==================== design 1
Design 1, the metal 4 layer:
The bar under the picture is 20 um long.
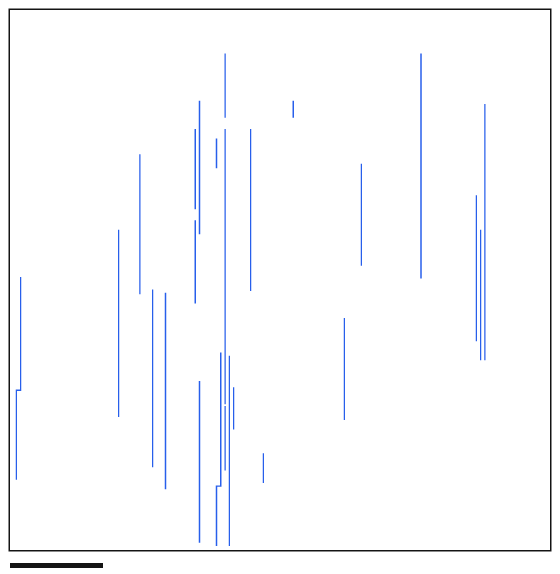

File: config.mk
export PLATFORM = sky130hd
export DESIGN_NAME = fetch_seq_32
export DESIGN_NICKNAME = d
export VERILOG_FILES = /design/src/rtl/fetch_seq_32.sv
export SDC_FILE = /design/constraint.sdc
export NUM_CORES = 1
export LEC_CHECK = 0
export ABC_AREA = 1
export CAP_MARGIN = 20
export CORE_MARGIN = 2
export CORE_UTILIZATION = 52
export DETAILED_ROUTE_END_ITERATION = 7
export HOLD_SLACK_MARGIN = 0.02
export PLACE_DENSITY = 0.89
export SLEW_MARGIN = 10
export SYNTH_ARGS = -nofsm -noshare
export SYNTH_HDL_FRONTEND = slang
export SYNTH_SLANG_ARGS = --single-unit
File: constraint.sdc
create_clock -name clk -period 3.4 [get_ports clk]
set_clock_uncertainty 0.2 [all_clocks]
set_input_delay 0.68 -clock clk [delete_from_list [all_inputs] [get_ports clk]]
set_output_delay 0.68 -clock clk [all_outputs]
set_load 0.1 [all_outputs]
File: src/rtl/fetch_seq_32.sv
// fetch_seq_32: instruction fetch/sequencing FSM. It fetches one word from
// instruction memory, strobes the control decoder, waits for the decode to
// finish (with a timeout), then advances pc by +4, by a taken branch or by a jump.
// HALT is sticky and only reset leaves it.
module fetch_seq_32 #(
  parameter logic [31:0] RESET_PC = 32'h0000_0000,
  parameter int          TIMEOUT  = 16
) (
  input  logic        clk,
  input  logic        rst,
  input  logic        run,
  output logic        imem_req,
  output logic [31:0] imem_addr,
  input  logic        imem_ack,
  input  logic [31:0] imem_rdata,
  output logic [31:0] instr,
  output logic [5:0]  opcode,
  output logic        start,
  input  logic        finish,
  input  logic        err_illegal_opcode,
  input  logic        branch,
  input  logic        jump,
  input  logic        alu_zero,
  output logic [31:0] pc,
  output logic        retire,
  output logic        halted,
  output logic        err_timeout
);

  localparam int CW = $clog2(TIMEOUT) + 1;

  typedef enum logic [2:0] {
    IDLE,
    FETCH,
    START,
    WAIT_FIN,
    UPDATE,
    HALT
  } state_t;

  state_t        state;
  state_t        next_state;
  logic [CW-1:0] wait_cnt;
  logic          set_timeout;
  logic [31:0]   p4;
  logic [31:0]   branch_target;
  logic [31:0]   jump_target;
  logic [31:0]   next_pc;

  // Strobes and requests decode directly from the state, so each is high only in its own state.
  assign imem_req  = (state == FETCH);
  assign start     = (state == START);
  assign retire    = (state == UPDATE);
  assign halted    = (state == HALT);
  assign imem_addr = pc;
  assign opcode    = instr[31:26];

  // Next-pc candidates. Jump takes priority over a taken branch; all arithmetic wraps at 2^32.
  assign p4            = pc + 32'd4;
  assign branch_target = p4 + {{14{instr[15]}}, instr[15:0], 2'b00};
  assign jump_target   = {p4[31:28], instr[25:0], 2'b00};

  // Select the next pc from the decoder's jump/branch outputs and the ALU zero flag.
  always_comb begin
    next_pc = p4;
    if (jump) begin
      next_pc = jump_target;
    end else if (branch && alu_zero) begin
      next_pc = branch_target;
    end
  end

  // Next-state logic: finish with illegal opcode beats plain finish, which beats the timeout.
  always_comb begin
    next_state  = state;
    set_timeout = 1'b0;
    case (state)
      IDLE: begin
        if (run) next_state = FETCH;
      end
      FETCH: begin
        if (imem_ack) next_state = START;
      end
      START: begin
        next_state = WAIT_FIN;
      end
      WAIT_FIN: begin
        if (finish && err_illegal_opcode) begin
          next_state = HALT;
        end else if (finish) begin
          next_state = UPDATE;
        end else if (wait_cnt == CW'(TIMEOUT - 1)) begin
          next_state  = HALT;
          set_timeout = 1'b1;
        end
      end
      UPDATE: begin
        next_state = IDLE;
      end
      HALT: begin
        next_state = HALT;
      end
      default: begin
        next_state = IDLE;
      end
    endcase
  end

  // State, pc, instruction latch, wait counter and sticky timeout flag, with synchronous reset.
  always_ff @(posedge clk) begin
    if (rst) begin
      state       <= IDLE;
      pc          <= RESET_PC;
      instr       <= 32'd0;
      wait_cnt    <= '0;
      err_timeout <= 1'b0;
    end else begin
      state <= next_state;
      if (state == FETCH && imem_ack) begin
        instr <= imem_rdata;
      end
      if (state == START) begin
        wait_cnt <= '0;
      end else if (state == WAIT_FIN) begin
        wait_cnt <= wait_cnt + CW'(1);
      end
      if (state == UPDATE) begin
        pc <= next_pc;
      end
      if (set_timeout) begin
        err_timeout <= 1'b1;
      end
    end
  end

endmodule

==================== design 2
<file path="config.mk">
export PLATFORM = sky130hd
export DESIGN_NAME = mul_share_arbiter
export DESIGN_NICKNAME = d
export VERILOG_FILES = /design/src/rtl/mul_share_arbiter.sv
export SDC_FILE = /design/constraint.sdc
export NUM_CORES = 2
export LEC_CHECK = 0
export CORE_UTILIZATION = 50
export CTS_CLUSTER_DIAMETER = 120
export DETAILED_ROUTE_END_ITERATION = 8
export HOLD_SLACK_MARGIN = 0.02
export PLACE_DENSITY = 0.7
export SETUP_SLACK_MARGIN = 0.4
export SYNTH_ARGS = -nofsm -noshare
export SYNTH_HDL_FRONTEND = slang
export SYNTH_SLANG_ARGS = --single-unit
export TNS_END_PERCENT = 1
</file>
<file path="constraint.sdc">
create_clock -name clk -period 9 [get_ports clk]
set_clock_uncertainty 0.05 [all_clocks]
set_input_delay 1.8 -clock clk [delete_from_list [all_inputs] [get_ports clk]]
set_output_delay 1.8 -clock clk [all_outputs]
set_load 0.02 [all_outputs]
</file>
<file path="src/rtl/mul_share_arbiter.sv">
// Round-robin arbiter that time-shares one combinational multiplier between NUM_REQ requesters.
// Optional completed-operation counter enabled by defining MUL_SHARE_ARBITER_STATS_EN.

module n_bit_mul #(
    parameter int BIT_DEPTH = 32
) (
    input  logic [BIT_DEPTH-1:0]   a,
    input  logic [BIT_DEPTH-1:0]   b,
    output logic [2*BIT_DEPTH-1:0] c
);
    assign c = (2*BIT_DEPTH)'(a) * (2*BIT_DEPTH)'(b);
endmodule

module mul_share_arbiter #(
    parameter int BIT_DEPTH = 32,
    parameter int NUM_REQ   = 4
) (
    input  logic                           clk,
    input  logic                           rst,
    input  logic [NUM_REQ-1:0]             req_valid,
    output logic [NUM_REQ-1:0]             req_ready,
    input  logic [NUM_REQ*BIT_DEPTH-1:0]   req_a,
    input  logic [NUM_REQ*BIT_DEPTH-1:0]   req_b,
    output logic                           rsp_valid,
    input  logic                           rsp_ready,
    output logic [2*BIT_DEPTH-1:0]         rsp_c,
    output logic [$clog2(NUM_REQ)-1:0]     rsp_id,
    output logic                           busy,
    output logic [15:0]                    op_count
);
    localparam int ID_W = $clog2(NUM_REQ);

    typedef enum logic [1:0] {IDLE, CALC, RESP} state_t;

    state_t                 state, next_state;
    logic [ID_W-1:0]        rr_ptr;
    logic [ID_W-1:0]        cur_id;
    logic [ID_W-1:0]        win_id;
    logic                   found;
    logic                   grant;
    logic [BIT_DEPTH-1:0]   op_a, op_b;
    logic [2*BIT_DEPTH-1:0] product;

    n_bit_mul #(.BIT_DEPTH(BIT_DEPTH)) u_mul (
        .a (op_a),
        .b (op_b),
        .c (product)
    );

    // Search from rr_ptr upward with wrap; NUM_REQ need not be a power of two.
    always_comb begin
        int unsigned idx;
        logic [ID_W-1:0] cand;
        found  = 1'b0;
        win_id = '0;
        idx    = 0;
        cand   = '0;
        for (int unsigned k = 0; k < NUM_REQ; k++) begin
            idx  = (32'(rr_ptr) + k) % 32'(NUM_REQ);
            cand = ID_W'(idx);
            if (!found && req_valid[cand]) begin
                found  = 1'b1;
                win_id = cand;
            end
        end
    end

    assign grant = (state == IDLE) && found && !rst;
    assign busy  = (state != IDLE);

    always_comb begin
        req_ready = '0;
        if (grant) begin
            req_ready[win_id] = 1'b1;
        end
    end

    always_comb begin
        next_state = state;
        case (state)
            IDLE:    if (grant) next_state = CALC;
            CALC:    next_state = RESP;
            RESP:    if (rsp_valid && rsp_ready) next_state = IDLE;
            default: next_state = IDLE;
        endcase
    end

    always_ff @(posedge clk) begin
        if (rst) begin
            state <= IDLE;
        end else begin
            state <= next_state;
        end
    end

    always_ff @(posedge clk) begin
        if (rst) begin
            rr_ptr    <= '0;
            cur_id    <= '0;
            op_a      <= '0;
            op_b      <= '0;
            rsp_valid <= 1'b0;
            rsp_c     <= '0;
            rsp_id    <= '0;
        end else begin
            if (grant) begin
                op_a   <= req_a[win_id*BIT_DEPTH +: BIT_DEPTH];
                op_b   <= req_b[win_id*BIT_DEPTH +: BIT_DEPTH];
                cur_id <= win_id;
                rr_ptr <= (win_id == ID_W'(NUM_REQ-1)) ? '0 : win_id + 1'b1;
            end
            if (state == CALC) begin
                rsp_c     <= product;
                rsp_id    <= cur_id;
                rsp_valid <= 1'b1;
            end else if (rsp_valid && rsp_ready) begin
                rsp_valid <= 1'b0;
            end
        end
    end

`ifdef MUL_SHARE_ARBITER_STATS_EN
    always_ff @(posedge clk) begin
        if (rst) begin
            op_count <= '0;
        end else if (rsp_valid && rsp_ready && op_count != '1) begin
            op_count <= op_count + 16'd1;
        end
    end
`else
    assign op_count = 16'h0000;
`endif

endmodule
</file>
Design 2, the metal 4 layer:
The bar under the picture is 100 um long.
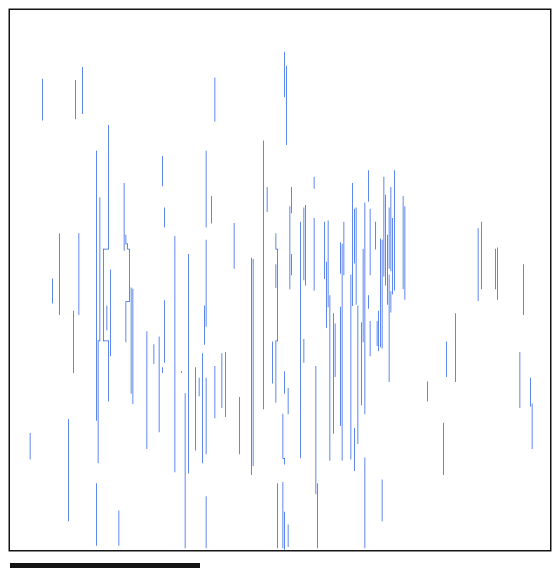
wire length on this layer: 5290 um
main direction: vertical
share of all routed wire: 4.3%
Vias: 32.07k
Total Wirelength: 122700 um

Design 2, signal wires on met3:
The bar under the picture is 100 um long.
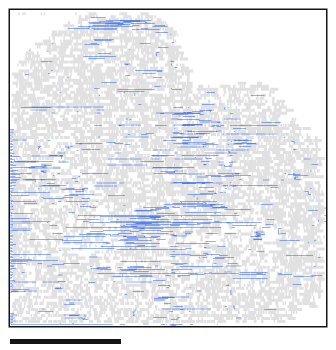
share of all routed wire: 6.0%
nets with wire on the layer: 415
main direction: horizontal
wire length on this layer: 7390 um
GRT met3 Usage: 0.04784

==> reports/metrics.cfg, design 2 <==
[synth]
synth_chip_area_um2=40030
yosys.area_share.simple=0.2057
edf_count=0
ys_cells=4633
ys_warn_count=0
synthAoiAreaFrac=0.07005
logic_family=adder cells
synth_xor_xnor_area_share=0.01182
dominantRegCellSynth=dfxtp_1
ys_sh_adder=0.5316
synth-async-reset-ratio=0

[timing]
layout_min_cycle_time_ns=8.415
fin_crit_sh=0.9349
worstMarginPinSlew_ns=1.206
hold_viol_final=0
rsz0062_at_grt=false
max_freq_mhz=118.8
fin_tns_setup_ns=0

[critical_path]
ff2ff_setup_slack_ns=0.59
critPathMaxStageDelay_ns=0.71
cp-endpoint=rsp_c[60]
worstSetupPathType=flop to flop
end_kind=flop
slowest_stage=dfxtp_1
r2r_cells=23
startpoint=op_a[11]
regToRegStartpoint=op_a[11]
worst-path-buf-inv=3
worstPathMaxFanout=21

[placed_design]
dpl.hpwl_um=99880
dp.cells=5833

[min_path]
holdPathStages=2
min_path_type=flop to flop

[run_status]
outcome=finished, final reports clean

[layout]
area_delta_synth_final_pct=12.43
reg_top3=rsp_c x64, op_a x32, op_b x32
regMostFlops=rsp_c
finalInstanceArea_um2=45000
layout-drive-gt1-share=0.03801

[route]
final_antenna_net_count=0
via_per_inst=5.467
wl_met1_um=48530
dr.first_iter.drc_count=2155
maxUsedRoutingLayer=met5

[global_route]
grt.met2_usage=0.5443
top_usage_layer=met2
grt-ovfl-total=0
grt_max_degree=85
first_global_vias=34710
grt_pass1_wl_um=196700
grt_use_total=0.3136

[power_and_ir_drop]
powerComb_mw=10.2
power_frac_comb=0.847

[floorplanning]
fp.dieArea_um2=81190
fp_util=0.5059
io_pins=351

[cts]
clock_latency_ns=0.45
cts_resized=0

[job]
warnings=29

## design 2: synth_stat cells, types with 6 or more instances
library cell	count	share of area
a211o_1	6	0.0013
a211oi_1	10	0.0019
a21o_1	42	0.0079
a21oi_1	170	0.021
a22o_1	13	0.0028
a311oi_1	65	0.014
a31oi_1	9	0.0014
and2_1	605	0.095
and3_1	71	0.011
buf_1	8	0.00075
buf_2	8	0.0010
buf_4	16	0.0030
clkbuf_1	279	0.026
dfxtp_1	137	0.069
fa_1	896	0.45
ha_1	267	0.083
inv_1	865	0.081
nand2_1	817	0.077
nand2b_1	8	0.0013
nand3_1	18	0.0023
nand4_1	13	0.0020
nor2_1	112	0.011
nor3_1	12	0.0015
o21ai_0	31	0.0039
o21ai_1	6	0.00075
o21bai_1	14	0.0026
xnor2_1	35	0.0077
xor2_1	19	0.0042
## design 2: layout make-up
class	count	area [um^2]	share of cell area
inverter	865	3249	0.07220
clock buffer	18	439.2	0.009759
multi-input combinational	3335	32890	0.7309
antenna	1	2.502	0.00005560
timing repair buffer	446	4232	0.09403
sequential	137	2758	0.06128
clock inverter	14	117.6	0.002613
tap	1050	1314	0.02919
Design 1, signal wires on met3:
The bar under the picture is 20 um long.
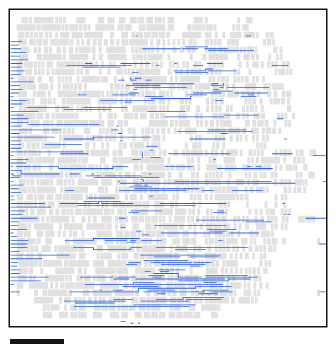
wire length on this layer: 2350 um
share of all routed wire: 10%
longest straight run: 64.4 um
main direction: horizontal
nets with wire on the layer: 192
Vias: 7636
Total Wirelength: 22440 um
GRT met3 Usage: 0.07784

## Picture notes: 'the metal 4 layer' of design 1
nets with wire on the layer: 23
share of all routed wire: 3.2%

==> reports/metrics.cfg, design 1 <==
[global_route]
grt_use_met1=0.4408
first_global_vias=6847
grt_pass1_wl_um=34870
antenna_found_initial=0
top_usage_layer=met2
grt-ovfl-total=0

[synth]
yosys.cell_types.count=44
synthTopCellsByArea=dfxtp_1 22%, nand2_1 18%, nor2_1 9.6%, inv_1 7.7%, ha_1 7.4%
synth_seq_share=0.2154
synth.area.mux_share=0
ys.flops=71
top_cell_area_share=0.2154

[min_path]
hold_start=wait_cnt[3]
whs_endpoint=wait_cnt[3]
min_path_type=flop to flop

[route]
dr.first_iter.drc_count=887
remaining_drc_errors=0
via_per_inst=5.336

[layout]
finalNetCount=1335
largest_class=logic gates
final_cell_mix=320 x nand2_1, 163 x nor2_1, 139 x buf_4, 136 x inv_1, 79 x a21oi_1
layout-drive-gt1-share=0.1835
n_all_buffers=179
seqCellArea_um2=1440
bufAreaShareNonClock=0.1755
fill_cells=1181
inverters=140
area_delta_synth_final_pct=24.65
seq_cell_count=71
comb_share=0.5257

[placed_design]
place_ws_ns=0.02811
dpl.hpwl_um=17430

[power_and_ir_drop]
peakVddDrop_v=0.0004551
total_power_mw=3.802
clockPowerShare=0.237
p_int_mw=1.873
leakagePower_nw=4.334
p_per_area_nw_per_um2=462.2
power.share.sequential=0.282

[run_status]
outcome=finished, final reports clean

[timing]
layout_min_cycle_time_ns=3.226
setup_viol=0
fin_tns_setup_ns=0
hold_viol_final=0
rsz0062_at_grt=true
fin_ws_ns=0.1739
worstMarginPinSlew_ns=0.9351

[cts]
root_buffer=clkbuf_16
htreeDepth=3
clock_latency_ns=0.34

[critical_path]
r2r_cells=16
ff2ff_setup_slack_ns=0.17
startpoint_type=flop
cp-endpoint=imem_addr[18]

[job]
maxCapViolations=0
warnings=34

[floorplanning]
num_rows=41
core-area_um2=12520

[design 1: logic make-up after synthesis]
kind of cell	after synthesis
buf+inv	211
xor+xnor	19
flops	71
simple gates	624
other cells	1
compound gates	166
fa+ha+maj	40
[design 1: worst max-delay path, stage by stage (launching register included)]
cell and delay [ns]:
dfxtp_2 0.38, nand2_1 0.13, nor2_1 0.20, nand2_1 0.15, nor2_4 0.18, xnor2_1 0.20
inv_1 0.08, ha_2 0.39, nand2_1 0.11, nor2_2 0.18, nand2_1 0.14, a21oi_1 0.20
o21ai_0 0.11, nand3_1 0.14, nand3_1 0.13, nand2_1 0.10, a21oi_1 0.06
[design 1: power groups by stage]
stage,sequential (mW),clock (mW),combinational [mW]
floorplan,1.67,0,0.796
global placement,1.08,0,1.79
detailed placement,1.08,0,1.80
CTS,1.07,0.899,1.81
global route,1.08,0.947,1.92
finish,1.07,0.903,1.83
[design 1: metal layers]
metal  vias to the layer above  share of wire
li1                       3771              -
met1                      3392           0.41
met2                       420           0.45
met5                         -              0
met3                        53           0.10
met4                         0          0.032
[design 1: registers in the layout (all words and copies together) (netlist names)]
signal and cells:
err_timeout 1, imem_addr 30, instr 32, state 3, wait_cnt 5

## Gallery

Congestion heat map.
panel A
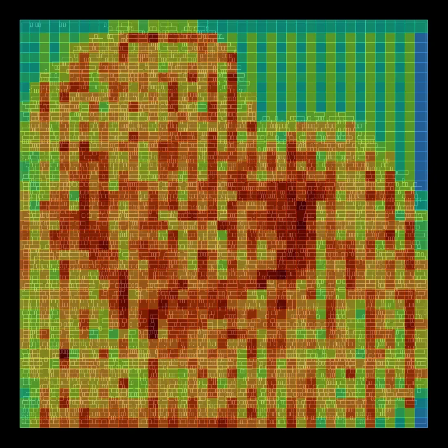
panel B
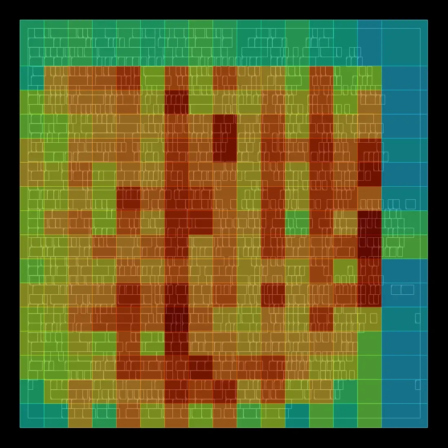
The one with the most wire per cell is panel A.
The one with the highest utilization is panel B.
Panel B comes from design 1.
Panel A comes from design 2.



==> layout pictures side by side <==
Signal wires on met2.
(a)
The bar under the picture is 20 um long.
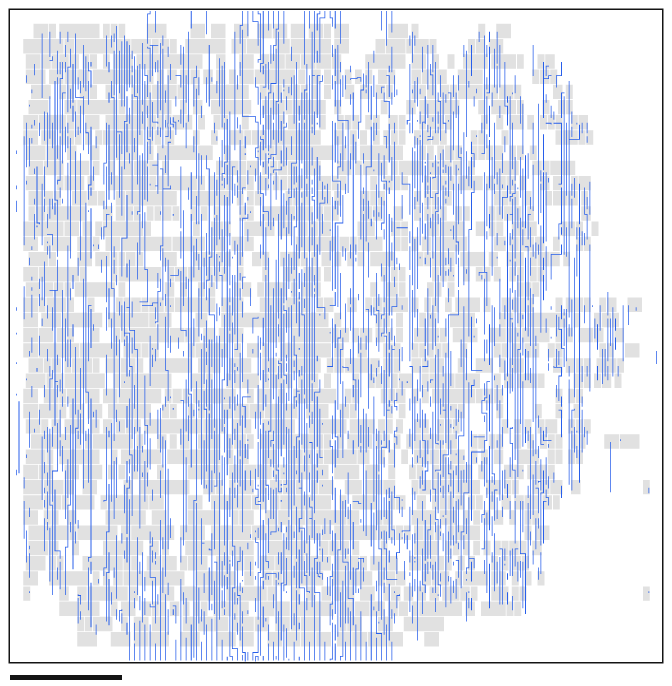
(b)
The bar under the picture is 100 um long.
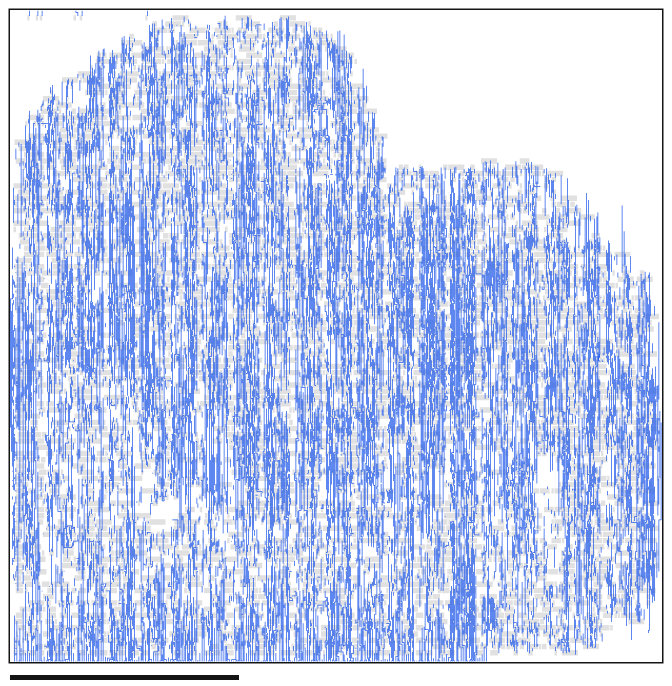
| from | picture |
|---|---|
| design 1 | (a) |
| design 2 | (b) |

Key to (b):
wire length on this layer: 61.5 mm
main direction: vertical

Power figures rest on the tool's default switching activity, not on a simulated workload.
